==================== tcl_egress_merge
File: config.mk
export PLATFORM = sky130hd
export DESIGN_NAME = tcl_egress_merge
export DESIGN_NICKNAME = d
export VERILOG_FILES = /design/src/rtl/tcl_egress_merge_pkg.sv /design/src/rtl/tcl_egress_merge_fifo.sv /design/src/rtl/tcl_egress_merge.sv
export SDC_FILE = /design/constraint.sdc
export NUM_CORES = 1
export LEC_CHECK = 0
export CAP_MARGIN = 0
export CORE_UTILIZATION = 55
export CTS_CLUSTER_DIAMETER = 80
export DETAILED_ROUTE_END_ITERATION = 7
export DONT_BUFFER_PORTS = 1
export PLACE_DENSITY_LB_ADDON = 0.15
export SLEW_MARGIN = 15
export SYNTH_ARGS = -nofsm -noshare
export SYNTH_HDL_FRONTEND = slang
export SYNTH_SLANG_ARGS = --single-unit
export TNS_END_PERCENT = 10
File: constraint.sdc
create_clock -name clk -period 7.9 [get_ports clk]
set_input_delay 1.185 -clock clk [delete_from_list [all_inputs] [get_ports clk]]
set_output_delay 1.185 -clock clk [all_outputs]
set_load 0.05 [all_outputs]
File: src/rtl/tcl_egress_merge_pkg.sv
// Shared definitions for the 4-port egress merge: widths, port count,
// one-hot FSM encodings and the egress tagging helper.
package tcl_egress_merge_pkg;

  localparam int DATA_W    = 12;
  localparam int CNT_W     = 5;
  localparam int NUM_PORTS = 4;
  localparam int PORT_W    = 2;
  localparam int THR_W     = 3;

  typedef enum logic [3:0] {
    ST_RESET  = 4'b0001,
    ST_INIT   = 4'b0010,
    ST_IDLE   = 4'b0100,
    ST_ACTIVE = 4'b1000
  } state_t;

  // Replace the top two bits of a word with the source port so the far-end
  // splitter can route on them.
  function automatic logic [DATA_W-1:0] tag_word(input logic [PORT_W-1:0] port,
                                                 input logic [DATA_W-1:0] word);
    return {port, word[DATA_W-PORT_W-1:0]};
  endfunction

endpackage

File: src/rtl/tcl_egress_merge_fifo.sv
// Per-port circular buffer with occupancy count, threshold flags and a sticky
// overflow flag for pushes that found the buffer full.
module merge_fifo #(
  parameter int DATA_W = 12,
  parameter int DEPTH  = 8,
  parameter int ADDR_W = 3,
  parameter int THR_W  = 3
) (
  input  logic              clk,
  input  logic              reset,
  input  logic              push,
  input  logic              pop,
  input  logic [DATA_W-1:0] wdata,
  input  logic [THR_W-1:0]  umbral_alto,
  input  logic [THR_W-1:0]  umbral_bajo,
  output logic [DATA_W-1:0] head,
  output logic              empty,
  output logic              almost_full,
  output logic              almost_empty,
  output logic              overflow
);

  localparam logic [ADDR_W:0] FULL_CNT = (ADDR_W+1)'(DEPTH);

  logic [DATA_W-1:0] mem [DEPTH];
  logic [ADDR_W-1:0] wr_ptr;
  logic [ADDR_W-1:0] rd_ptr;
  logic [ADDR_W:0]   count;
  logic              full;
  logic              do_push;
  logic              do_pop;

  assign empty   = (count == '0);
  assign full    = (count == FULL_CNT);
  assign do_pop  = pop && !empty;
  // A full buffer still takes a word when the head leaves in the same cycle.
  assign do_push = push && (!full || do_pop);
  assign head    = mem[rd_ptr];

  assign almost_full  = (count >= (ADDR_W+1)'(umbral_alto));
  assign almost_empty = (count <= (ADDR_W+1)'(umbral_bajo));

  // Pointer, occupancy and overflow bookkeeping.
  always_ff @(posedge clk) begin
    if (!reset) begin
      wr_ptr   <= '0;
      rd_ptr   <= '0;
      count    <= '0;
      overflow <= 1'b0;
    end else begin
      if (do_push) wr_ptr <= wr_ptr + 1'b1;
      if (do_pop)  rd_ptr <= rd_ptr + 1'b1;
      case ({do_push, do_pop})
        2'b10:   count <= count + 1'b1;
        2'b01:   count <= count - 1'b1;
        default: count <= count;
      endcase
      if (push && !do_push) overflow <= 1'b1;
    end
  end

  // Storage array; contents are meaningless while count is zero, so no reset.
  always_ff @(posedge clk) begin
    if (do_push) mem[wr_ptr] <= wdata;
  end

endmodule

File: src/rtl/tcl_egress_merge.sv
// Four buffered ingress ports merged round-robin into one tagged egress
// stream, with per-port and total pop counters readable in IDLE.
module tcl_egress_merge
  import tcl_egress_merge_pkg::*;
#(
  parameter int DATA_W = tcl_egress_merge_pkg::DATA_W,
  parameter int DEPTH  = 8,
  parameter int ADDR_W = 3,
  parameter int CNT_W  = tcl_egress_merge_pkg::CNT_W
) (
  input  logic              clk,
  input  logic              reset,
  input  logic              init,
  input  logic [2:0]        umbral_alto,
  input  logic [2:0]        umbral_bajo,
  input  logic [3:0]        push_in,
  input  logic [DATA_W-1:0] data_in0,
  input  logic [DATA_W-1:0] data_in1,
  input  logic [DATA_W-1:0] data_in2,
  input  logic [DATA_W-1:0] data_in3,
  input  logic              ds_almost_full,
  input  logic              req,
  input  logic [2:0]        idx,
  output logic [3:0]        almost_full_out,
  output logic [3:0]        almost_empty_out,
  output logic [3:0]        overflow,
  output logic [DATA_W-1:0] data_out,
  output logic              valid_out,
  output logic [3:0]        state,
  output logic [CNT_W-1:0]  counter_out,
  output logic              counter_valid
);

  state_t             state_q;
  state_t             state_d;
  logic [THR_W-1:0]   alto_q;
  logic [THR_W-1:0]   bajo_q;
  logic [PORT_W-1:0]  rr_ptr_q;

  logic [DATA_W-1:0]  wdata [NUM_PORTS];
  logic [DATA_W-1:0]  head  [NUM_PORTS];
  logic [NUM_PORTS-1:0] empty_vec;
  logic [NUM_PORTS-1:0] af_vec;
  logic [NUM_PORTS-1:0] ae_vec;
  logic [NUM_PORTS-1:0] push_vec;
  logic [NUM_PORTS-1:0] pop_vec;
  logic                 push_en;

  logic               grant_vld_p0;
  logic [PORT_W-1:0]  grant_p0;
  logic [PORT_W-1:0]  cand;

  logic [CNT_W-1:0]   cnt [NUM_PORTS];
  logic [CNT_W-1:0]   cnt_total;

  assign wdata[0] = data_in0;
  assign wdata[1] = data_in1;
  assign wdata[2] = data_in2;
  assign wdata[3] = data_in3;

  assign push_en  = (state_q == ST_IDLE) || (state_q == ST_ACTIVE);
  assign push_vec = push_en ? push_in : '0;

  for (genvar g = 0; g < NUM_PORTS; g++) begin : g_fifo
    merge_fifo #(
      .DATA_W (DATA_W),
      .DEPTH  (DEPTH),
      .ADDR_W (ADDR_W),
      .THR_W  (THR_W)
    ) u_fifo (
      .clk          (clk),
      .reset        (reset),
      .push         (push_vec[g]),
      .pop          (pop_vec[g]),
      .wdata        (wdata[g]),
      .umbral_alto  (alto_q),
      .umbral_bajo  (bajo_q),
      .head         (head[g]),
      .empty        (empty_vec[g]),
      .almost_full  (af_vec[g]),
      .almost_empty (ae_vec[g]),
      .overflow     (overflow[g])
    );
  end

  // Thresholds are still zero in RESET, where the raw compare would flag an
  // empty buffer as almost full; hold the flag low until they can be loaded.
  assign almost_full_out  = (state_q == ST_RESET) ? '0 : af_vec;
  assign almost_empty_out = ae_vec;
  assign state            = state_q;

  // FSM state register.
  always_ff @(posedge clk) begin
    if (!reset) state_q <= ST_RESET;
    else        state_q <= state_d;
  end

  // FSM next-state logic; queued data survives a return to INIT.
  always_comb begin
    state_d = state_q;
    case (state_q)
      ST_RESET:  state_d = ST_INIT;
      ST_INIT:   if (!init) state_d = ST_IDLE;
      ST_IDLE: begin
        if (init)             state_d = ST_INIT;
        else if (~&empty_vec) state_d = ST_ACTIVE;
      end
      ST_ACTIVE: begin
        if (init)            state_d = ST_INIT;
        else if (&empty_vec) state_d = ST_IDLE;
      end
      default:   state_d = ST_RESET;
    endcase
  end

  // Threshold capture while INIT is requested.
  always_ff @(posedge clk) begin
    if (!reset) begin
      alto_q <= '0;
      bajo_q <= '0;
    end else if (state_q == ST_INIT && init) begin
      alto_q <= umbral_alto;
      bajo_q <= umbral_bajo;
    end
  end

  // Round-robin grant: first non-empty port at or above the pointer, wrapping.
  always_comb begin
    grant_vld_p0 = 1'b0;
    grant_p0     = rr_ptr_q;
    cand         = rr_ptr_q;
    pop_vec      = '0;
    if (state_q == ST_ACTIVE && !ds_almost_full) begin
      for (int k = 0; k < NUM_PORTS; k++) begin
        cand = rr_ptr_q + PORT_W'(k);
        if (!grant_vld_p0 && !empty_vec[cand]) begin
          grant_vld_p0 = 1'b1;
          grant_p0     = cand;
        end
      end
    end
    if (grant_vld_p0) pop_vec[grant_p0] = 1'b1;
  end

  // Pointer advances past the port just served; idle cycles leave it alone.
  always_ff @(posedge clk) begin
    if (!reset)            rr_ptr_q <= '0;
    else if (grant_vld_p0) rr_ptr_q <= grant_p0 + 1'b1;
  end

  // ---- stage p0 -> p1: egress output register ----
  // Output register: tagged head word on a pop, otherwise hold data.
  always_ff @(posedge clk) begin
    if (!reset) begin
      data_out  <= '0;
      valid_out <= 1'b0;
    end else begin
      valid_out <= grant_vld_p0;
      if (grant_vld_p0) data_out <= tag_word(grant_p0, head[grant_p0]);
    end
  end

  // Pop counters; pops only happen in ACTIVE so they only move there.
  always_ff @(posedge clk) begin
    if (!reset) begin
      for (int i = 0; i < NUM_PORTS; i++) cnt[i] <= '0;
      cnt_total <= '0;
    end else if (grant_vld_p0) begin
      cnt[grant_p0] <= cnt[grant_p0] + 1'b1;
      cnt_total     <= cnt_total + 1'b1;
    end
  end

  // Counter readback, honoured only in IDLE; counter_out holds otherwise.
  always_ff @(posedge clk) begin
    if (!reset) begin
      counter_out   <= '0;
      counter_valid <= 1'b0;
    end else begin
      counter_valid <= 1'b0;
      if (state_q == ST_IDLE && req) begin
        counter_valid <= 1'b1;
        counter_out   <= idx[2] ? cnt_total : cnt[idx[1:0]];
      end
    end
  end

endmodule

Figure 1. Floorplan with the power grid (tcl_egress_merge).
Scale bar: 50 µm. Pins as bars on the die edge. Tap cells in grey.
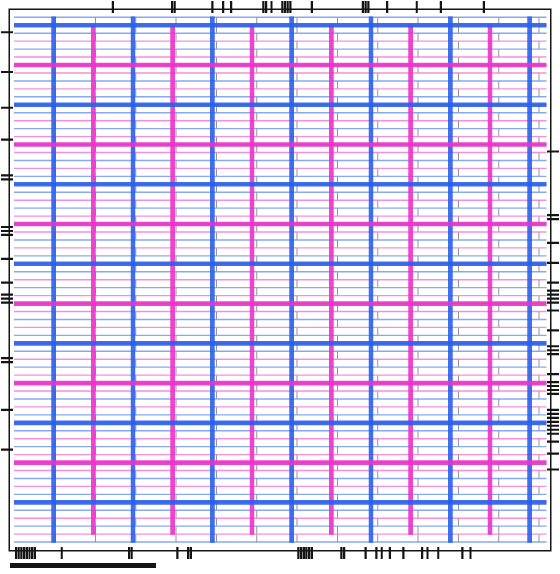
VSS -> blue
VDD -> magenta
rows = 66
met1 rails = 67

Figure 2. I/O nets highlighted (tcl_egress_merge).
Scale bar: 50 µm.
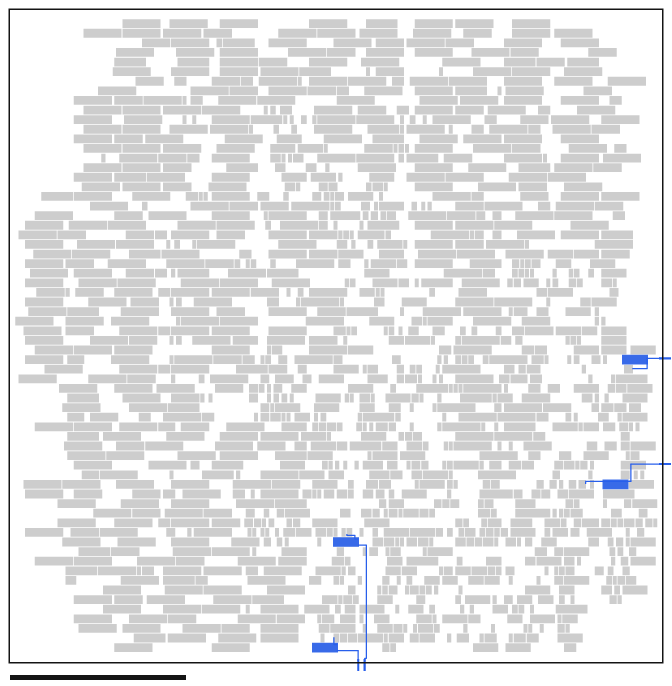
overflow -> blue  # bits 4, direction output, edge 2 right, 2 bottom, end cells 4, buffers 0, wire 90.1 µm

Figure 3. Cell outlines without signal wires (tcl_egress_merge).
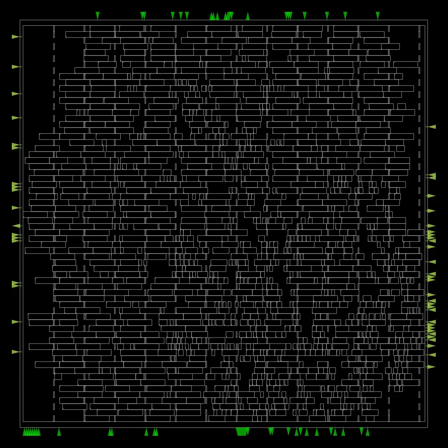
area of the core: 32700 µm²
Layout fillers: 2445
placement row count: 66

==> changes_impl.md <==
## Implementation

* Run status: completed
* Global-route wire length before repair at approximately 57 mm
* Root buffer cell: clkbuf_16
* Comb area at 5951 µm²
* Count of different cell masters after synthesis at about 60
* Number of non-clock inverters at 32
* Syn Inst Count at 1203
* Max reg flops at 320
* Final wirelength at 36.58 mm
* Antenna fix cells at 0
* Hold WC Path Type: reg2reg
* Top Layer Used: met4
* Worst slew pin tran at 1096 ps
* FFs & Latches at about 430
* PwrDens at about 220 nW/µm²
* Simple-Gate Area Share at 0.08079
* Leading post-synthesis cells by cell area: edfxtp_1, mux4_2, dfxtp_1
* Most numerous logic cells after layout: edfxtp_1, nand2_1, dfxtp_1
* Worst reg2reg path depth at 11
* Top pwr grp: sequential cells
* Die X at 184.7 µm
* Vias in the first global route at 9984
* Origin of the critical flop-to-flop path: state[3]

==================== if_prefetch_flat
Figure 4. I/O nets highlighted (if_prefetch_flat).
Scale bar: 100 µm.
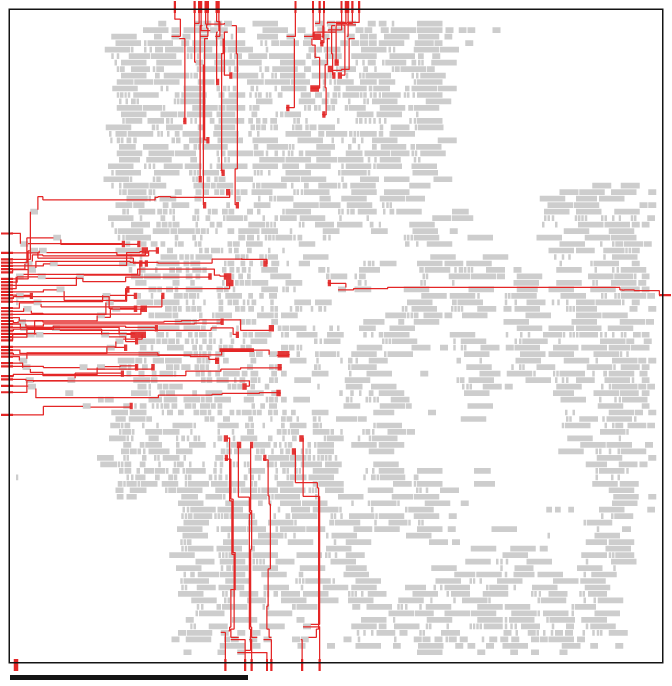
**src/rtl/if_prefetch_if.sv**
```systemverilog
// Fetch-side bus bundle: instruction ROM port, decode handshake and datapath redirect.
// The master modport is the prefetch unit; slave is the ROM/decode/datapath side.
interface if_prefetch_if #(
    parameter int DATA_WIDTH = 64,
    parameter int ADDR_WIDTH = 8
);
    logic                  rom_req;
    logic [ADDR_WIDTH-1:0] rom_addr;
    logic [31:0]           rom_rdata;
    logic                  redirect_valid;
    logic [DATA_WIDTH-1:0] redirect_pc;
    logic                  instr_valid;
    logic                  instr_ready;
    logic [31:0]           instr;
    logic [DATA_WIDTH-1:0] instr_pc;

    modport master (
        output rom_req, rom_addr, instr_valid, instr, instr_pc,
        input  rom_rdata, redirect_valid, redirect_pc, instr_ready
    );

    modport slave (
        input  rom_req, rom_addr, instr_valid, instr, instr_pc,
        output rom_rdata, redirect_valid, redirect_pc, instr_ready
    );
endinterface

```
**src/rtl/if_prefetch.sv**
```systemverilog
// Instruction-fetch front end: PC generation, synchronous ROM request and a small
// credit-controlled FIFO feeding decode, flushed on datapath redirects.
//
// state   | meaning
// S_RESET | first cycle out of reset, nothing issued yet
// S_RUN   | issuing one fetch per cycle while FIFO credit remains
// S_FULL  | out of credit, waiting for decode to drain the FIFO
module if_prefetch #(
    parameter int                    DATA_WIDTH = 64,
    parameter int                    ADDR_WIDTH = 8,
    parameter int                    DEPTH      = 4,
    parameter logic [DATA_WIDTH-1:0] RESET_PC   = '0
) (
    input logic           clk,
    input logic           rst,
    if_prefetch_if.master bus
);
    localparam int PTR_W = $clog2(DEPTH);
    localparam int CNT_W = PTR_W + 2;

    typedef enum logic [1:0] {S_RESET, S_RUN, S_FULL} state_t;

    state_t                state;
    state_t                state_nxt;
    logic [DATA_WIDTH-1:0] fetch_pc;
    logic [DATA_WIDTH-1:0] inflight_pc;
    logic [DATA_WIDTH-1:0] redirect_aligned;
    logic                  inflight;
    logic                  inflight_nxt;
    logic                  rom_req_q;
    logic [PTR_W-1:0]      wr_ptr;
    logic [PTR_W-1:0]      rd_ptr;
    logic [CNT_W-1:0]      count;
    logic [CNT_W-1:0]      count_nxt;
    logic [31:0]           mem_instr [DEPTH];
    logic [DATA_WIDTH-1:0] mem_pc    [DEPTH];
    logic                  issue;
    logic                  push;
    logic                  pop;
    logic                  head_valid;
    logic                  credit;
    logic                  credit_nxt;

    // rom_req is registered, so a request already on the bus in a redirect cycle is
    // treated as cancelled: its return is never pushed.
    assign issue            = rom_req_q && !bus.redirect_valid;
    assign push             = inflight && !bus.redirect_valid;
    assign head_valid       = (count != '0);
    assign pop              = head_valid && bus.instr_ready && !bus.redirect_valid;
    assign credit           = (count + CNT_W'(inflight)) < CNT_W'(DEPTH);
    assign redirect_aligned = bus.redirect_pc & ~DATA_WIDTH'(3);

    always_comb begin
        count_nxt    = count;
        inflight_nxt = 1'b0;
        state_nxt    = state;
        if (bus.redirect_valid) begin
            count_nxt = '0;
            state_nxt = S_RUN;
        end else begin
            count_nxt    = count + CNT_W'(push) - CNT_W'(pop);
            inflight_nxt = issue;
            case (state)
                S_RESET:       state_nxt = S_RUN;
                S_RUN, S_FULL: state_nxt = credit ? S_RUN : S_FULL;
                default:       state_nxt = S_RESET;
            endcase
        end
    end

    assign credit_nxt = (count_nxt + CNT_W'(inflight_nxt)) < CNT_W'(DEPTH);

    always_ff @(posedge clk) begin
        if (rst) begin
            state       <= S_RESET;
            rom_req_q   <= 1'b0;
            fetch_pc    <= RESET_PC;
            inflight    <= 1'b0;
            inflight_pc <= '0;
            count       <= '0;
            wr_ptr      <= '0;
            rd_ptr      <= '0;
        end else begin
            state     <= state_nxt;
            rom_req_q <= (state_nxt == S_RUN) && credit_nxt;
            count     <= count_nxt;
            inflight  <= inflight_nxt;
            if (bus.redirect_valid) begin
                fetch_pc <= redirect_aligned;
                wr_ptr   <= '0;
                rd_ptr   <= '0;
            end else begin
                if (issue) begin
                    fetch_pc    <= fetch_pc + DATA_WIDTH'(4);
                    inflight_pc <= fetch_pc;
                end
                if (push) wr_ptr <= wr_ptr + PTR_W'(1);
                if (pop)  rd_ptr <= rd_ptr + PTR_W'(1);
            end
        end
    end

    always_ff @(posedge clk) begin
        if (rst) begin
            for (int i = 0; i < DEPTH; i++) begin
                mem_instr[i] <= '0;
                mem_pc[i]    <= '0;
            end
        end else if (push) begin
            mem_instr[wr_ptr] <= bus.rom_rdata;
            mem_pc[wr_ptr]    <= inflight_pc;
        end
    end

    assign bus.rom_req     = rom_req_q;
    assign bus.rom_addr    = fetch_pc[ADDR_WIDTH+1:2];
    assign bus.instr_valid = head_valid && !bus.redirect_valid;
    assign bus.instr       = mem_instr[rd_ptr];
    assign bus.instr_pc    = mem_pc[rd_ptr];
endmodule
```
**src/flat_wrapper.sv**
```systemverilog
// flat-port wrapper written by rule: the top's interface ports become plain ports
module if_prefetch_flat 
#(
    parameter int                    DATA_WIDTH = 64,
    parameter int                    ADDR_WIDTH = 8,
    parameter int                    DEPTH      = 4,
    parameter logic [DATA_WIDTH-1:0] RESET_PC   = '0
)
  (clk, rst, bus_rom_req, bus_rom_addr, bus_instr_valid, bus_instr, bus_instr_pc, bus_rom_rdata, bus_redirect_valid, bus_redirect_pc, bus_instr_ready);
  if_prefetch_if #(.DATA_WIDTH(DATA_WIDTH), .ADDR_WIDTH(ADDR_WIDTH)) bus_i ();
  input logic clk;
  input logic rst;
  output wire logic [$bits(bus_i.rom_req)-1:0] bus_rom_req;
  output wire logic [$bits(bus_i.rom_addr)-1:0] bus_rom_addr;
  output wire logic [$bits(bus_i.instr_valid)-1:0] bus_instr_valid;
  output wire logic [$bits(bus_i.instr)-1:0] bus_instr;
  output wire logic [$bits(bus_i.instr_pc)-1:0] bus_instr_pc;
  input wire logic [$bits(bus_i.rom_rdata)-1:0] bus_rom_rdata;
  input wire logic [$bits(bus_i.redirect_valid)-1:0] bus_redirect_valid;
  input wire logic [$bits(bus_i.redirect_pc)-1:0] bus_redirect_pc;
  input wire logic [$bits(bus_i.instr_ready)-1:0] bus_instr_ready;
  assign bus_rom_req = bus_i.rom_req;
  assign bus_rom_addr = bus_i.rom_addr;
  assign bus_instr_valid = bus_i.instr_valid;
  assign bus_instr = bus_i.instr;
  assign bus_instr_pc = bus_i.instr_pc;
  assign bus_i.rom_rdata = bus_rom_rdata;
  assign bus_i.redirect_valid = bus_redirect_valid;
  assign bus_i.redirect_pc = bus_redirect_pc;
  assign bus_i.instr_ready = bus_instr_ready;
  if_prefetch #(.DATA_WIDTH(DATA_WIDTH), .ADDR_WIDTH(ADDR_WIDTH), .DEPTH(DEPTH), .RESET_PC(RESET_PC)) u_core (.clk(clk), .rst(rst), .bus(bus_i));
endmodule
```
**config.mk**
```make
export PLATFORM = sky130hd
export DESIGN_NAME = if_prefetch_flat
export DESIGN_NICKNAME = d
export VERILOG_FILES = /design/src/rtl/if_prefetch_if.sv /design/src/rtl/if_prefetch.sv /design/src/flat_wrapper.sv
export SDC_FILE = /design/constraint.sdc
export NUM_CORES = 1
export LEC_CHECK = 0
export ABC_CLOCK_PERIOD_IN_PS = 10390
export CAP_MARGIN = 20
export CORE_MARGIN = 2
export CORE_UTILIZATION = 31
export DETAILED_ROUTE_END_ITERATION = 7
export GPL_ROUTABILITY_DRIVEN = 0
export GPL_TIMING_DRIVEN = 1
export PLACE_DENSITY = 0.6
export SETUP_SLACK_MARGIN = 0.1
export SLEW_MARGIN = 40
export SYNTH_ARGS = -nofsm -noshare
export SYNTH_HDL_FRONTEND = slang
export SYNTH_SLANG_ARGS = --single-unit
```
**constraint.sdc**
```tcl
create_clock -name clk -period 10.39 [get_ports clk]
set_input_delay 2.078 -clock clk [delete_from_list [all_inputs] [get_ports clk]]
set_output_delay 2.078 -clock clk [all_outputs]
set_load 0.01 [all_outputs]
```
==> changes_impl.md <==
## Implementation

* Run status: completed
* Yosys top cell area share at 0.5008
* Worst hold start: u_core.inflight_pc[14]
* P_comb at 0.376 mW
* GR Layer Usage met2 at 0.2864
* Combinational gates at 1150
* CTS buffer count at 53
* Top Layer Used: met5
* Smallest hold slack at 466.2 ps
* CP required at ~8300 ps
* Iter 0 DRT Violations at 1388
* Die X at about 270 µm
* WL/cell at 21.00 µm
* Fp_density at 0.3143
* Buffers & Inverters on Critical Path at 2
* Clock latency on the worst-skew pair at 630 ps
* H-tree Lvls at 2
* Clock skew at 26.16 ps
* Detailed-route via count at between 15000 and 20000
* Comb power frac at 0.082
* Worst rel slew slack at 0.4165
* ClkCell Share at 0.06124
* Biggest register: u_core.mem_pc
* NonClk Buf Share at 0.08459
* Worst reg2reg path depth at 6
* Pre-CTS setup slack at 4842 ps
## Picture notes: Figure 4
bus_redirect_pc -> red  # bits 64, direction input, edge 37 left, 17 top, 9 bottom, 1 right, end cells 63, buffers 62, wire 4340 µm


==================== bcd_display_scan_ctrl
Figure 5. I/O nets highlighted (bcd_display_scan_ctrl).
Scale bar: 20 µm.
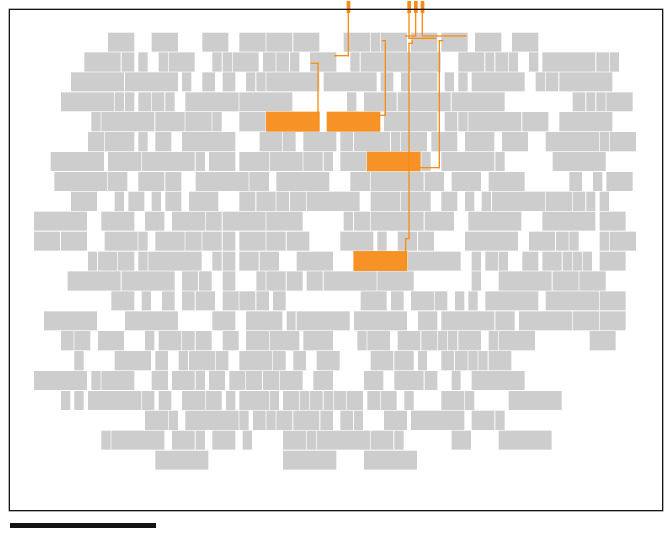
Figure 6. Placement by cell class (bcd_display_scan_ctrl).
Fill, decap, tap and diode cells in grey.
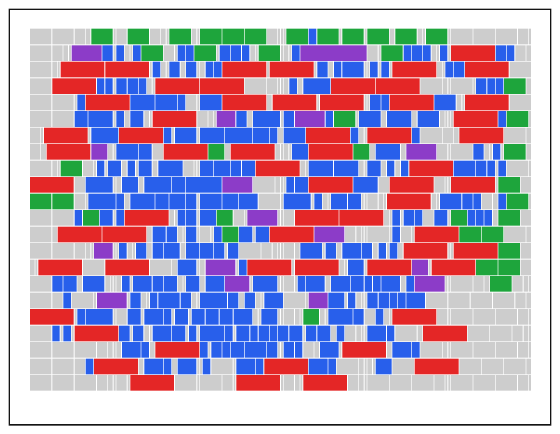
Figure 7. Signal metal coverage by tile (bcd_display_scan_ctrl).
The die is cut into 18 by 14 equal tiles; dark blue is low, red is high, scaled to the fullest tile. Values are wire area over tile area, all layers added.
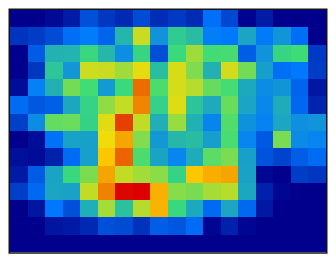
**src/rtl/bcd_display_scan_ctrl.sv**
```systemverilog
// bcd_display_scan_ctrl: time-multiplexed 7-segment scan controller with a shared BCD decoder,
// blanking gaps between digits and frame-boundary commit of new display values.
module bcd_display_scan_ctrl #(
   parameter int NUM_DIGITS    = 4,
   parameter int DWELL_CYCLES  = 50000,
   parameter int DEAD_CYCLES   = 16,
   parameter int AN_ACTIVE_LOW = 1
) (
   input  logic                          clk,
   input  logic                          rst,
   input  logic                          enable,
   input  logic                          lz_blank,
   input  logic                          load_valid,
   output logic                          load_ready,
   input  logic [4*NUM_DIGITS-1:0]       load_data,
   output logic [3:0]                    bcd_sel,
   output logic [NUM_DIGITS-1:0]         an,
   output logic [$clog2(NUM_DIGITS)-1:0] digit_idx,
   output logic                          frame_done
);
   localparam int IW = $clog2(NUM_DIGITS);
   localparam int CW = $clog2((DWELL_CYCLES > DEAD_CYCLES ? DWELL_CYCLES : DEAD_CYCLES) + 1);
   localparam logic [NUM_DIGITS-1:0] OFF = {NUM_DIGITS{AN_ACTIVE_LOW != 0}};
   typedef enum logic [1:0] {IDLE, BLANK, DRIVE} state_t;
   state_t state, state_n;
   logic [IW-1:0] idx, idx_n;
   logic [CW-1:0] cnt, cnt_n;
   logic [4*NUM_DIGITS-1:0] active, active_n, shadow;
   logic pending, pending_n, sup, sup_n, xfer, commit, last, nz, fd_n;
   assign load_ready = !pending;
   assign digit_idx  = idx;
   assign xfer       = load_valid && !pending;
   assign last       = idx == IW'(NUM_DIGITS - 1);
   // nz: some digit at or above the current one is non-zero, so it is not a leading zero
   always_comb begin
      nz = 1'b0;
      for (int k = 0; k < NUM_DIGITS; k++)
         if (k >= int'(idx) && active[4*k +: 4] != 4'd0) nz = 1'b1;
   end
   always_comb begin
      state_n = state;
      idx_n   = idx;
      cnt_n   = cnt;
      sup_n   = sup;
      commit  = 1'b0;
      if (!enable) begin
         state_n = IDLE;
         idx_n   = '0;
         cnt_n   = '0;
      end else if (state == IDLE) begin
         state_n = BLANK;
         idx_n   = '0;
         cnt_n   = '0;
         commit  = pending;
      end else if (state == BLANK) begin
         if (cnt == CW'(DEAD_CYCLES - 1)) begin
            state_n = DRIVE;
            cnt_n   = '0;
            sup_n   = lz_blank && idx != '0 && !nz;
         end else cnt_n = cnt + 1'b1;
      end else begin
         if (cnt == CW'(DWELL_CYCLES - 1)) begin
            state_n = BLANK;
            cnt_n   = '0;
            idx_n   = last ? '0 : idx + 1'b1;
            commit  = last && pending;
         end else cnt_n = cnt + 1'b1;
      end
      active_n  = commit ? shadow : active;
      pending_n = xfer ? 1'b1 : commit ? 1'b0 : pending;
      fd_n      = state_n == DRIVE && idx_n == IW'(NUM_DIGITS - 1) && cnt_n == CW'(DWELL_CYCLES - 1);
   end
   always_ff @(posedge clk) begin
      if (rst) begin
         state      <= IDLE;
         idx        <= '0;
         cnt        <= '0;
         active     <= '0;
         shadow     <= '0;
         pending    <= 1'b0;
         sup        <= 1'b0;
         an         <= OFF;
         bcd_sel    <= 4'd0;
         frame_done <= 1'b0;
      end else begin
         state      <= state_n;
         idx        <= idx_n;
         cnt        <= cnt_n;
         active     <= active_n;
         shadow     <= xfer ? load_data : shadow;
         pending    <= pending_n;
         sup        <= sup_n;
         an         <= (state_n == DRIVE && !sup_n) ? OFF ^ (NUM_DIGITS'(1) << idx_n) : OFF;
         bcd_sel    <= state_n == IDLE ? 4'd0 : active_n[4*int'(idx_n) +: 4];
         frame_done <= fd_n;
      end
   end
endmodule

```
**config.mk**
```make
export PLATFORM = sky130hd
export DESIGN_NAME = bcd_display_scan_ctrl
export DESIGN_NICKNAME = d
export VERILOG_FILES = /design/src/rtl/bcd_display_scan_ctrl.sv
export SDC_FILE = /design/constraint.sdc
export NUM_CORES = 1
export LEC_CHECK = 0
export CAP_MARGIN = 10
export CORE_ASPECT_RATIO = 0.75
export CORE_MARGIN = 3
export CORE_UTILIZATION = 55
export DETAILED_ROUTE_END_ITERATION = 8
export HOLD_SLACK_MARGIN = 0.06
export PLACE_DENSITY = 0.79
export SLEW_MARGIN = 20
export SYNTH_ARGS = -nofsm -noshare
export SYNTH_HDL_FRONTEND = slang
export SYNTH_SLANG_ARGS = --single-unit
```
**constraint.sdc**
```tcl
create_clock -name clk -period 3.7 [get_ports clk]
set_input_delay 1.11 -clock clk [delete_from_list [all_inputs] [get_ports clk]]
set_output_delay 1.11 -clock clk [all_outputs]
set_load 0.005 [all_outputs]
```
==> changes_impl.md <==
## Implementation

* Run status: completed
* Initial antenna violation count at 0
* H-tree Lvls at 3
* Number of non-clock inverters at 7
* Area of the core at 4955 µm²
* Met3 Use GR at 0.06739
* Cell Area, Synth at 2846 µm²
* CTS buffer count at 9
* Peak VDD IR at 0.2261 mV
* Routed wl met3 at 422 µm
* Worst-case clock buffer depth at 2
* Final wirelength at 6.325 mm
* Top Layer Used: met4
* Peak Freq at about 340 MHz
* Gr usage total at 0.2249
* Pre-CTS setup slack at 517.0 ps
* NonClk Buf Share at 0.1088
* Clock-pin slew on the worst setup and hold paths at around 80 ps
* Comb power frac at 0.061
* Register Area at 1261 µm²
* Leading post-synthesis cells by cell area: dfxtp_1, nand2_1, nor2_1
* Clkbuf count at 9
* Smallest hold slack at 454.1 ps
* CP required at 3970 ps
* Root buffer cell: clkbuf_8
* Crit path depth at 6
* WL met1 at 3.174 mm
* Antenna fix cells at 0
* Mux frac, synth at 0.08220
* Leakage at around 1.2 nW
* P_int at 1.054 mW
* DR vias/cell at 5.643
* CTS tree: built
* Hold path depth at 2
* Critical Path AT at 3250 ps
* Buffers & Inverters on Critical Path at 0
* Fraction of power spent switching nets at 0.2483
* R2R Setup Slk at between 700 and 800 ps
* Delay-heaviest family, CP: simple AND/OR/NAND/NOR gates
* Post-synth ARST share at 0
Notes on Figure 5 above:
bcd_sel -> orange  # bits 4, direction output, edge top, end cells 4, buffers 4, wire 101 µm
Port Buf Inserts: 32
Ports: 33

Notes on Figure 6 above:
flip-flops -> red  # cells 63, share of their area 38%
clock drivers and dummy loads -> purple  # cells 16, share of their area 6.2%
other buffers and delay cells -> green  # cells 39, share of their area 11%
all other logic -> blue  # cells 245, share of their area 45%

Notes on Figure 7 above:
fullest tile = 0.53
densest ninth of the die = middle
emptiest ninth of the die = bottom right
tiles over half the peak = 25%
mean over tiles = 0.17


==================== tdm_demux_1to4
Figure 8. I/O nets highlighted (tdm_demux_1to4).
Scale bar: 10 µm.
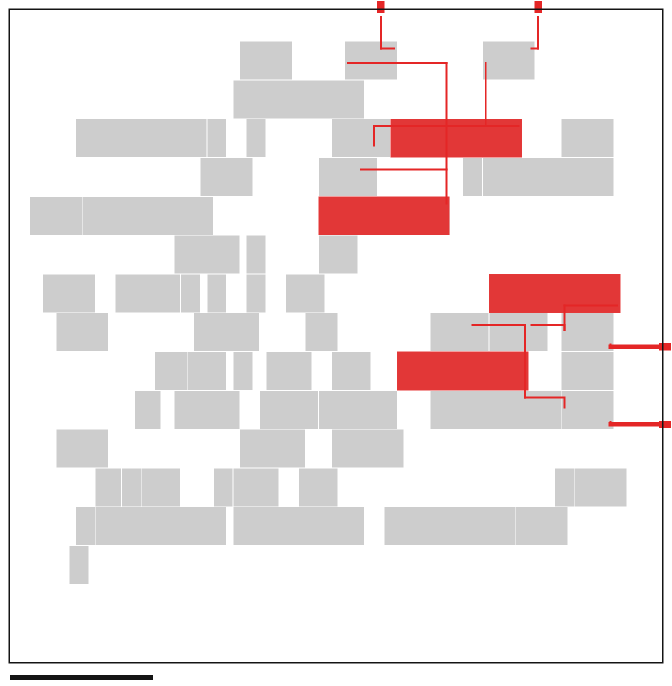
Figure 9. Signal metal coverage by tile (tdm_demux_1to4).
The die is cut into 9 by 9 equal tiles; dark blue is low, red is high, scaled to the fullest tile. Values are wire area over tile area, all layers added.
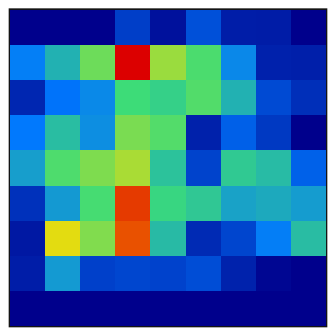
<file path="src/rtl/tdm_demux_1to4.sv">
// Serial 4-slot TDM demultiplexer: frames on sync_in, publishes a complete frame on q_out.
// Optional even-parity slot after channel 3 when TDM_DEMUX_PARITY_EN is defined.
module tdm_demux_1to4 (
  input  logic       clk_in,
  input  logic       rst_in,
  input  logic       d_in,
  input  logic       en_in,
  input  logic       sync_in,
  output logic [3:0] q_out,
  output logic [1:0] sel_out,
  output logic       valid_out,
  output logic       err_out
);

  typedef enum logic [1:0] {
    ST_HUNT = 2'd0,
    ST_RECV = 2'd1
`ifdef TDM_DEMUX_PARITY_EN
    , ST_PAR = 2'd2
`endif
  } state_t;

  state_t     r_state;
  logic [1:0] r_sel;
  logic [3:0] r_shadow;
  logic [3:0] r_q;
  logic       r_valid;
  logic       r_err;

  state_t     w_state_nxt;
  logic [1:0] w_sel_nxt;
  logic [3:0] w_shadow_nxt;
  logic [3:0] w_q_nxt;
  logic       w_valid_nxt;
  logic       w_err_nxt;

  always_ff @(posedge clk_in or posedge rst_in) begin
    if (rst_in) begin
      r_state  <= ST_HUNT;
      r_sel    <= 2'd0;
      r_shadow <= 4'h0;
      r_q      <= 4'h0;
      r_valid  <= 1'b0;
      r_err    <= 1'b0;
    end else begin
      r_state  <= w_state_nxt;
      r_sel    <= w_sel_nxt;
      r_shadow <= w_shadow_nxt;
      r_q      <= w_q_nxt;
      r_valid  <= w_valid_nxt;
      r_err    <= w_err_nxt;
    end
  end

  always_comb begin
    w_state_nxt  = r_state;
    w_sel_nxt    = r_sel;
    w_shadow_nxt = r_shadow;
    w_q_nxt      = r_q;
    w_valid_nxt  = 1'b0;
    w_err_nxt    = 1'b0;

    // Pulses are only ever raised on a strobed cycle, so they cannot repeat without an en_in beat.
    if (en_in) begin
      case (r_state)
        ST_HUNT: begin
          if (sync_in) begin
            w_shadow_nxt = {3'b000, d_in};
            w_sel_nxt    = 2'd1;
            w_state_nxt  = ST_RECV;
          end
        end

        ST_RECV: begin
          if (sync_in) begin
            w_err_nxt    = 1'b1;
            w_shadow_nxt = {3'b000, d_in};
            w_sel_nxt    = 2'd1;
            w_state_nxt  = ST_RECV;
          end else if (r_sel == 2'd3) begin
`ifdef TDM_DEMUX_PARITY_EN
            w_shadow_nxt = {d_in, r_shadow[2:0]};
            w_sel_nxt    = 2'd0;
            w_state_nxt  = ST_PAR;
`else
            w_q_nxt      = {d_in, r_shadow[2:0]};
            w_valid_nxt  = 1'b1;
            w_sel_nxt    = 2'd0;
            w_state_nxt  = ST_HUNT;
`endif
          end else begin
            w_shadow_nxt[r_sel] = d_in;
            w_sel_nxt           = r_sel + 2'd1;
          end
        end

`ifdef TDM_DEMUX_PARITY_EN
        ST_PAR: begin
          if (sync_in) begin
            w_err_nxt    = 1'b1;
            w_shadow_nxt = {3'b000, d_in};
            w_sel_nxt    = 2'd1;
            w_state_nxt  = ST_RECV;
          end else begin
            // Even parity: the check bit equals the XOR of the four data bits.
            if (d_in == ^r_shadow) begin
              w_q_nxt     = r_shadow;
              w_valid_nxt = 1'b1;
            end else begin
              w_err_nxt   = 1'b1;
            end
            w_sel_nxt   = 2'd0;
            w_state_nxt = ST_HUNT;
          end
        end
`endif

        default: begin
          w_sel_nxt   = 2'd0;
          w_state_nxt = ST_HUNT;
        end
      endcase
    end
  end

  assign q_out     = r_q;
  assign sel_out   = r_sel;
  assign valid_out = r_valid;
  assign err_out   = r_err;

endmodule
</file>
<file path="config.mk">
export PLATFORM = sky130hd
export DESIGN_NAME = tdm_demux_1to4
export DESIGN_NICKNAME = d
export VERILOG_FILES = /design/src/rtl/tdm_demux_1to4.sv
export SDC_FILE = /design/constraint.sdc
export NUM_CORES = 1
export LEC_CHECK = 0
export CAP_MARGIN = 20
export CORE_UTILIZATION = 30
export CTS_CLUSTER_DIAMETER = 60
export DETAILED_ROUTE_END_ITERATION = 6
export PLACE_DENSITY = 0.51
export SLEW_MARGIN = 20
export SYNTH_ARGS = -nofsm -noshare
export SYNTH_HDL_FRONTEND = slang
export SYNTH_SLANG_ARGS = --single-unit
</file>
<file path="constraint.sdc">
create_clock -name clk_in -period 3.3 [get_ports clk_in]
set_input_delay 0.66 -clock clk_in [delete_from_list [all_inputs] [get_ports clk_in]]
set_output_delay 0.66 -clock clk_in [all_outputs]
set_load 0.005 [all_outputs]
</file>
==> changes_impl.md <==
## Implementation

* Slew Limit Fails at 0
* Main flop type: dfrtp_1
* P_clk at 0.113 mW
* Top class by area: flip-flops and latches
* Detailed-route via count at 372
* Yosys top cell area share at 0.5240
* Crit path cell chain: clkdlybuf4s50_1
* Signal buffers at 12
* Max-Cap Viols at 0
* Hold endpoint: q_out[0]
* CP startpoint: sel_out[0]
* Mux frac, synth at 0.1397
* Run status: completed
* N_taps at 25
* Layout cells sized above 1 at 0.1905
Notes on Figure 8 above:
q_out -> red  # bits 4, direction output, edge 2 right, 2 top, end cells 4, buffers 4, wire 71.9 µm
Ports: 13
Port Buf Inserts: 12

Notes on Figure 9 above:
mean over tiles = 0.074
nearly empty tiles = 20%
fullest tile = 0.28
tiles over half the peak = 20%
emptiest ninth of the die = bottom right


==================== motor_act_stream_flat
Figure 10. Floorplan with the power grid (motor_act_stream_flat).
Scale bar: 20 µm. Pins as bars on the die edge. Tap cells in grey.
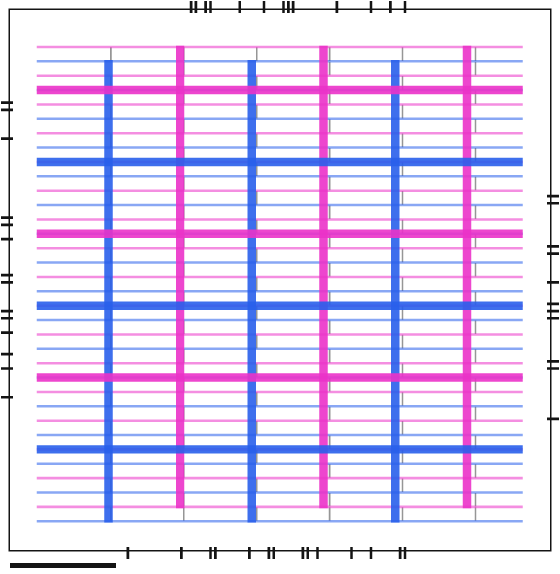
Figure 11. Signal metal coverage by tile (motor_act_stream_flat).
The die is cut into 20 by 20 equal tiles; dark blue is low, red is high, scaled to the fullest tile. Values are wire area over tile area, all layers added.
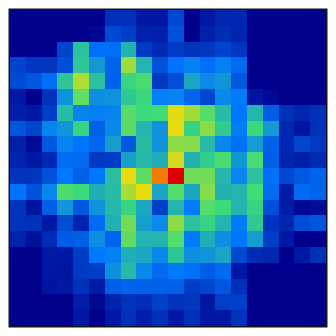
## config.mk

```make
export PLATFORM = sky130hd
export DESIGN_NAME = motor_act_stream_flat
export DESIGN_NICKNAME = d
export VERILOG_FILES = /design/src/rtl/motor_act_stream_if.sv /design/src/rtl/motor_act_stream.sv /design/src/flat_wrapper.sv
export SDC_FILE = /design/constraint.sdc
export NUM_CORES = 1
export LEC_CHECK = 0
export CELL_PAD_IN_SITES_DETAIL_PLACEMENT = 0
export CELL_PAD_IN_SITES_GLOBAL_PLACEMENT = 1
export CORE_MARGIN = 5
export CORE_UTILIZATION = 30
export DETAILED_ROUTE_END_ITERATION = 6
export GPL_ROUTABILITY_DRIVEN = 1
export PLACE_DENSITY = 0.7
export REMOVE_ABC_BUFFERS = 1
export SLEW_MARGIN = 20
export SYNTH_ARGS = -nofsm -noshare
export SYNTH_HDL_FRONTEND = slang
export SYNTH_SLANG_ARGS = --single-unit
```

## constraint.sdc

```tcl
create_clock -name ap_clk -period 1.61 [get_ports ap_clk]
set_input_delay 0.4025 -clock ap_clk [delete_from_list [all_inputs] [get_ports ap_clk]]
set_output_delay 0.4025 -clock ap_clk [all_outputs]
set_load 0.005 [all_outputs]
```

## src/rtl/motor_act_stream_if.sv

```systemverilog
// Stream bundle for motor_act_stream: input sample handshake plus activated output handshake.
// The slave modport is the activation unit's side; master is the producer/consumer side.
interface motor_act_stream_if #(
  parameter int W = 21
) ();
  logic [W-1:0] in_data;
  logic         in_valid;
  logic         in_ready;
  logic [W-1:0] out_data;
  logic         out_valid;
  logic         out_ready;
  logic         out_last;

  modport slave (
    input  in_data, in_valid, out_ready,
    output in_ready, out_data, out_valid, out_last
  );

  modport master (
    output in_data, in_valid, out_ready,
    input  in_ready, out_data, out_valid, out_last
  );
endinterface

```

## src/rtl/motor_act_stream.sv

```systemverilog
// Two-stage streaming activation (ReLU / leaky / clipped / pass) with per-vector mode latch.
// Optional saturation statistics via `define MOTOR_ACT_SAT_STATS_EN (adds sat_count port).
module motor_act_stream #(
  parameter int W          = 21,
  parameter int F          = 14,
  parameter int N_CH       = 16,
  parameter int LEAK_SHIFT = 3,
  parameter int CLIP_VAL   = 98304
) (
  input  logic               ap_clk,
  input  logic               ap_rst_n,
  input  logic [1:0]         mode,
  motor_act_stream_if.slave  strm,
  output logic               busy
`ifdef MOTOR_ACT_SAT_STATS_EN
  , output logic [15:0]      sat_count
`endif
);

  localparam int CW = (N_CH > 1) ? $clog2(N_CH) : 1;
  localparam logic [CW-1:0]       CH_LAST = CW'(N_CH - 1);
  localparam logic signed [W-1:0] CLIP_S  = W'(CLIP_VAL);
  localparam logic signed [W-1:0] ZERO_S  = '0;

  if (F < 0 || F >= W || N_CH < 1 || N_CH > 1024 || CLIP_VAL <= 0
      || CLIP_VAL >= 2 ** (W - 1) || LEAK_SHIFT < 0 || LEAK_SHIFT >= W) begin : g_bad_cfg
    $error("motor_act_stream: invalid parameter set");
  end

  typedef enum logic [1:0] {
    ACT_RELU  = 2'd0,
    ACT_LEAKY = 2'd1,
    ACT_CLIP  = 2'd2,
    ACT_PASS  = 2'd3
  } act_mode_e;

  act_mode_e             mode_q, mode_d;
  logic [CW-1:0]         cnt_q, cnt_d;

  logic                  s1_valid_q, s1_valid_d;
  logic signed [W-1:0]   s1_data_q, s1_data_d;
  act_mode_e             s1_mode_q, s1_mode_d;
  logic                  s1_last_q, s1_last_d;

  logic                  s2_valid_q, s2_valid_d;
  logic signed [W-1:0]   s2_data_q, s2_data_d;
  logic                  s2_last_q, s2_last_d;

  logic                  in_ready_w;
  logic                  in_fire;
  logic                  out_fire;
  logic                  s2_free;
  logic                  s1_adv;
  act_mode_e             eff_mode;
  logic signed [W-1:0]   act_res;

  // Handshake: S2 empties on drain, S1 moves whenever S2 can take it.
  always_comb begin
    out_fire   = s2_valid_q && strm.out_ready;
    s2_free    = !s2_valid_q || strm.out_ready;
    s1_adv     = s1_valid_q && s2_free;
    in_ready_w = !s1_valid_q || s2_free;
    in_fire    = strm.in_valid && in_ready_w;
  end

  assign strm.in_ready  = in_ready_w;
  assign strm.out_valid = s2_valid_q;
  assign strm.out_data  = s2_data_q;
  assign strm.out_last  = s2_last_q;
  assign busy           = s1_valid_q || s2_valid_q;

  // The first beat of a vector uses the live mode input; later beats use the latched copy.
  always_comb begin
    eff_mode = (cnt_q == '0) ? act_mode_e'(mode) : mode_q;
  end

  always_comb begin
    act_res = s1_data_q;
    case (s1_mode_q)
      ACT_RELU: begin
        if (s1_data_q <= ZERO_S) act_res = '0;
      end
      ACT_LEAKY: begin
        if (s1_data_q < ZERO_S) act_res = s1_data_q >>> LEAK_SHIFT;
      end
      ACT_CLIP: begin
        if (s1_data_q <= ZERO_S)      act_res = '0;
        else if (s1_data_q > CLIP_S)  act_res = CLIP_S;
      end
      default: act_res = s1_data_q;
    endcase
  end

  always_comb begin
    mode_d     = mode_q;
    cnt_d      = cnt_q;
    s1_valid_d = s1_valid_q;
    s1_data_d  = s1_data_q;
    s1_mode_d  = s1_mode_q;
    s1_last_d  = s1_last_q;
    s2_valid_d = s2_valid_q;
    s2_data_d  = s2_data_q;
    s2_last_d  = s2_last_q;

    if (in_fire) begin
      cnt_d      = (cnt_q == CH_LAST) ? '0 : cnt_q + CW'(1);
      mode_d     = eff_mode;
      s1_valid_d = 1'b1;
      s1_data_d  = $signed(strm.in_data);
      s1_mode_d  = eff_mode;
      s1_last_d  = (cnt_q == CH_LAST);
    end else if (s1_adv) begin
      s1_valid_d = 1'b0;
    end

    if (s1_adv) begin
      s2_valid_d = 1'b1;
      s2_data_d  = act_res;
      s2_last_d  = s1_last_q;
    end else if (out_fire) begin
      s2_valid_d = 1'b0;
    end
  end

  always_ff @(posedge ap_clk) begin
    if (!ap_rst_n) begin
      mode_q     <= ACT_RELU;
      cnt_q      <= '0;
      s1_valid_q <= 1'b0;
      s1_data_q  <= '0;
      s1_mode_q  <= ACT_RELU;
      s1_last_q  <= 1'b0;
      s2_valid_q <= 1'b0;
      s2_data_q  <= '0;
      s2_last_q  <= 1'b0;
    end else begin
      mode_q     <= mode_d;
      cnt_q      <= cnt_d;
      s1_valid_q <= s1_valid_d;
      s1_data_q  <= s1_data_d;
      s1_mode_q  <= s1_mode_d;
      s1_last_q  <= s1_last_d;
      s2_valid_q <= s2_valid_d;
      s2_data_q  <= s2_data_d;
      s2_last_q  <= s2_last_d;
    end
  end

`ifdef MOTOR_ACT_SAT_STATS_EN
  logic        act_sat;
  logic        s2_sat_q, s2_sat_d;
  logic [15:0] sat_q, sat_d;

  // Saturation event: clip ceiling exceeded, or a negative input forced to zero.
  always_comb begin
    act_sat = 1'b0;
    case (s1_mode_q)
      ACT_RELU: act_sat = (s1_data_q < ZERO_S);
      ACT_CLIP: act_sat = (s1_data_q < ZERO_S) || (s1_data_q > CLIP_S);
      default:  act_sat = 1'b0;
    endcase
  end

  always_comb begin
    s2_sat_d = s2_sat_q;
    sat_d    = sat_q;
    if (s1_adv) s2_sat_d = act_sat;
    if (out_fire && s2_sat_q && (sat_q != 16'hFFFF)) sat_d = sat_q + 16'd1;
  end

  always_ff @(posedge ap_clk) begin
    if (!ap_rst_n) begin
      s2_sat_q <= 1'b0;
      sat_q    <= '0;
    end else begin
      s2_sat_q <= s2_sat_d;
      sat_q    <= sat_d;
    end
  end

  assign sat_count = sat_q;
`endif

endmodule

```

## src/flat_wrapper.sv

```systemverilog
// flat-port wrapper written by rule: the top's interface ports become plain ports
module motor_act_stream_flat 
#(
  parameter int W          = 21,
  parameter int F          = 14,
  parameter int N_CH       = 16,
  parameter int LEAK_SHIFT = 3,
  parameter int CLIP_VAL   = 98304
)
  (ap_clk, ap_rst_n, mode, busy, strm_in_data, strm_in_valid, strm_out_ready, strm_in_ready, strm_out_data, strm_out_valid, strm_out_last);
  motor_act_stream_if #(.W(W)) strm_i ();
  input  logic ap_clk;
  input  logic ap_rst_n;
  input  logic [1:0] mode;
  output logic busy;
  input wire logic [$bits(strm_i.in_data)-1:0] strm_in_data;
  input wire logic [$bits(strm_i.in_valid)-1:0] strm_in_valid;
  input wire logic [$bits(strm_i.out_ready)-1:0] strm_out_ready;
  output wire logic [$bits(strm_i.in_ready)-1:0] strm_in_ready;
  output wire logic [$bits(strm_i.out_data)-1:0] strm_out_data;
  output wire logic [$bits(strm_i.out_valid)-1:0] strm_out_valid;
  output wire logic [$bits(strm_i.out_last)-1:0] strm_out_last;
  assign strm_i.in_data = strm_in_data;
  assign strm_i.in_valid = strm_in_valid;
  assign strm_i.out_ready = strm_out_ready;
  assign strm_in_ready = strm_i.in_ready;
  assign strm_out_data = strm_i.out_data;
  assign strm_out_valid = strm_i.out_valid;
  assign strm_out_last = strm_i.out_last;
  motor_act_stream #(.W(W), .F(F), .N_CH(N_CH), .LEAK_SHIFT(LEAK_SHIFT), .CLIP_VAL(CLIP_VAL)) u_core (.ap_clk(ap_clk), .ap_rst_n(ap_rst_n), .mode(mode), .strm(strm_i), .busy(busy));
endmodule
```

==> changes_impl.md <==
## Implementation

* Largest net degree at the start of global routing at 33
* # DRC at 0
* Comb area share at 0.3851
* PnR Total Power at around 2.7 mW
* # Post-CTS Setup Buffers at 0
* Grt ovf at 0
* Leading post-synthesis cells by cell area: dfxtp_1, a21boi_0, nand2_1
* Seq power at 1.37 mW
* RR Endpoint: u_core.strm.out_data[7]
* PwrDens at 735.5 nW/µm²
* Final worst slack at -42.51 ps
* Max-Cap Viols at 0
* Failing checks: setup timing
* ClkCell Share at 0.02516
* Layout fillers at around 840
* Final core occ at 0.4517
* Clock skew at 11.65 ps
* CP max stage delay at 540 ps
* Endpoints failing setup at 6
* RSZ-0062 raised after global routing: yes
* Run status: finished, violations left
* CP required at around 1800 ps
* Placement row count at 33
* Crit path kind: reg2reg
## Picture notes: Figure 10
VDD -> magenta
VSS -> blue
met1 rails = 34
met5 straps = 6
rows = 33
Peak VDD IR: 0.3067 mV
Die X: 102.2 µm
Die H: 102.2 µm
area of the core: 8258 µm²

## Picture notes: Figure 11
nearly empty tiles = 22%
fullest tile = 0.53
tiles over half the peak = 8.5%



==> screenshots <==
Placement by cell class.
Fill, decap, tap and diode cells in grey.
(a)
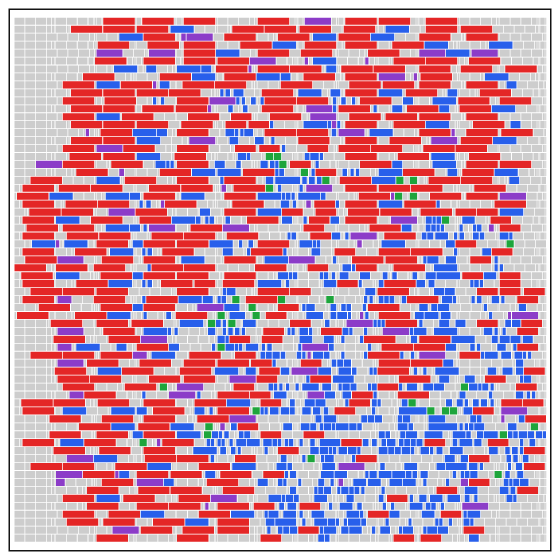
(b)
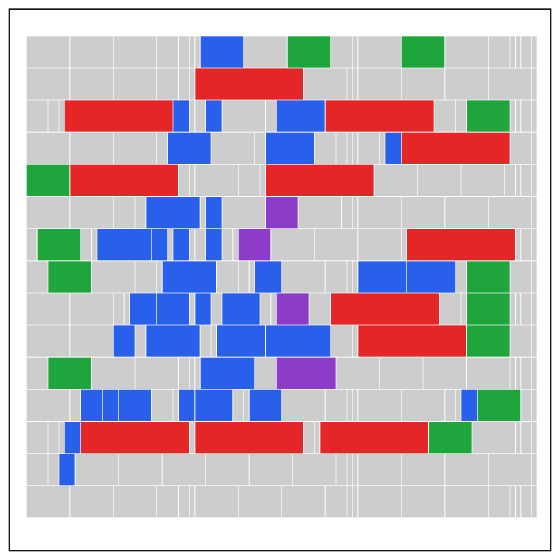
(c)
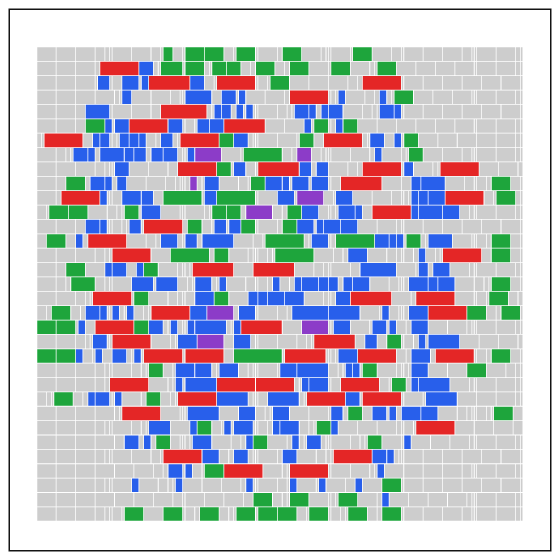
(d)
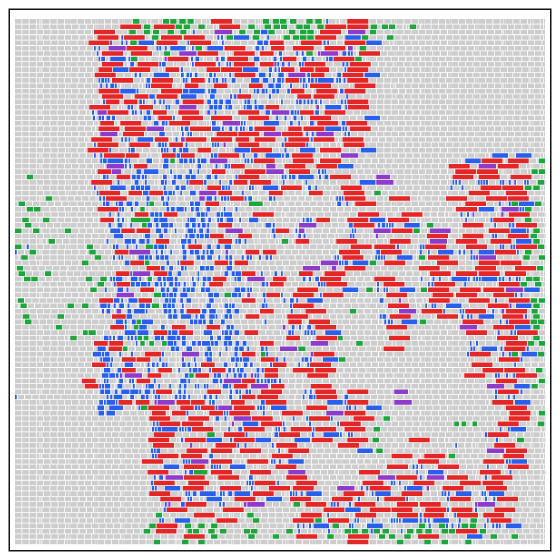
(a) -> tcl_egress_merge
(d) -> if_prefetch_flat
(b) -> tdm_demux_1to4
(c) -> motor_act_stream_flat
The one with the fewest sequential cells is (b).
The one with the fewest cells is (b).

Key to (d):
other buffers and delay cells -> green  # cells 231, share of their area 8.8%
flip-flops -> red  # cells 514, share of their area 54%
clock drivers and dummy loads -> purple  # cells 95, share of their area 6.4%
all other logic -> blue  # cells 1262, share of their area 31%

Power is estimated from default activity; no workload was simulated.
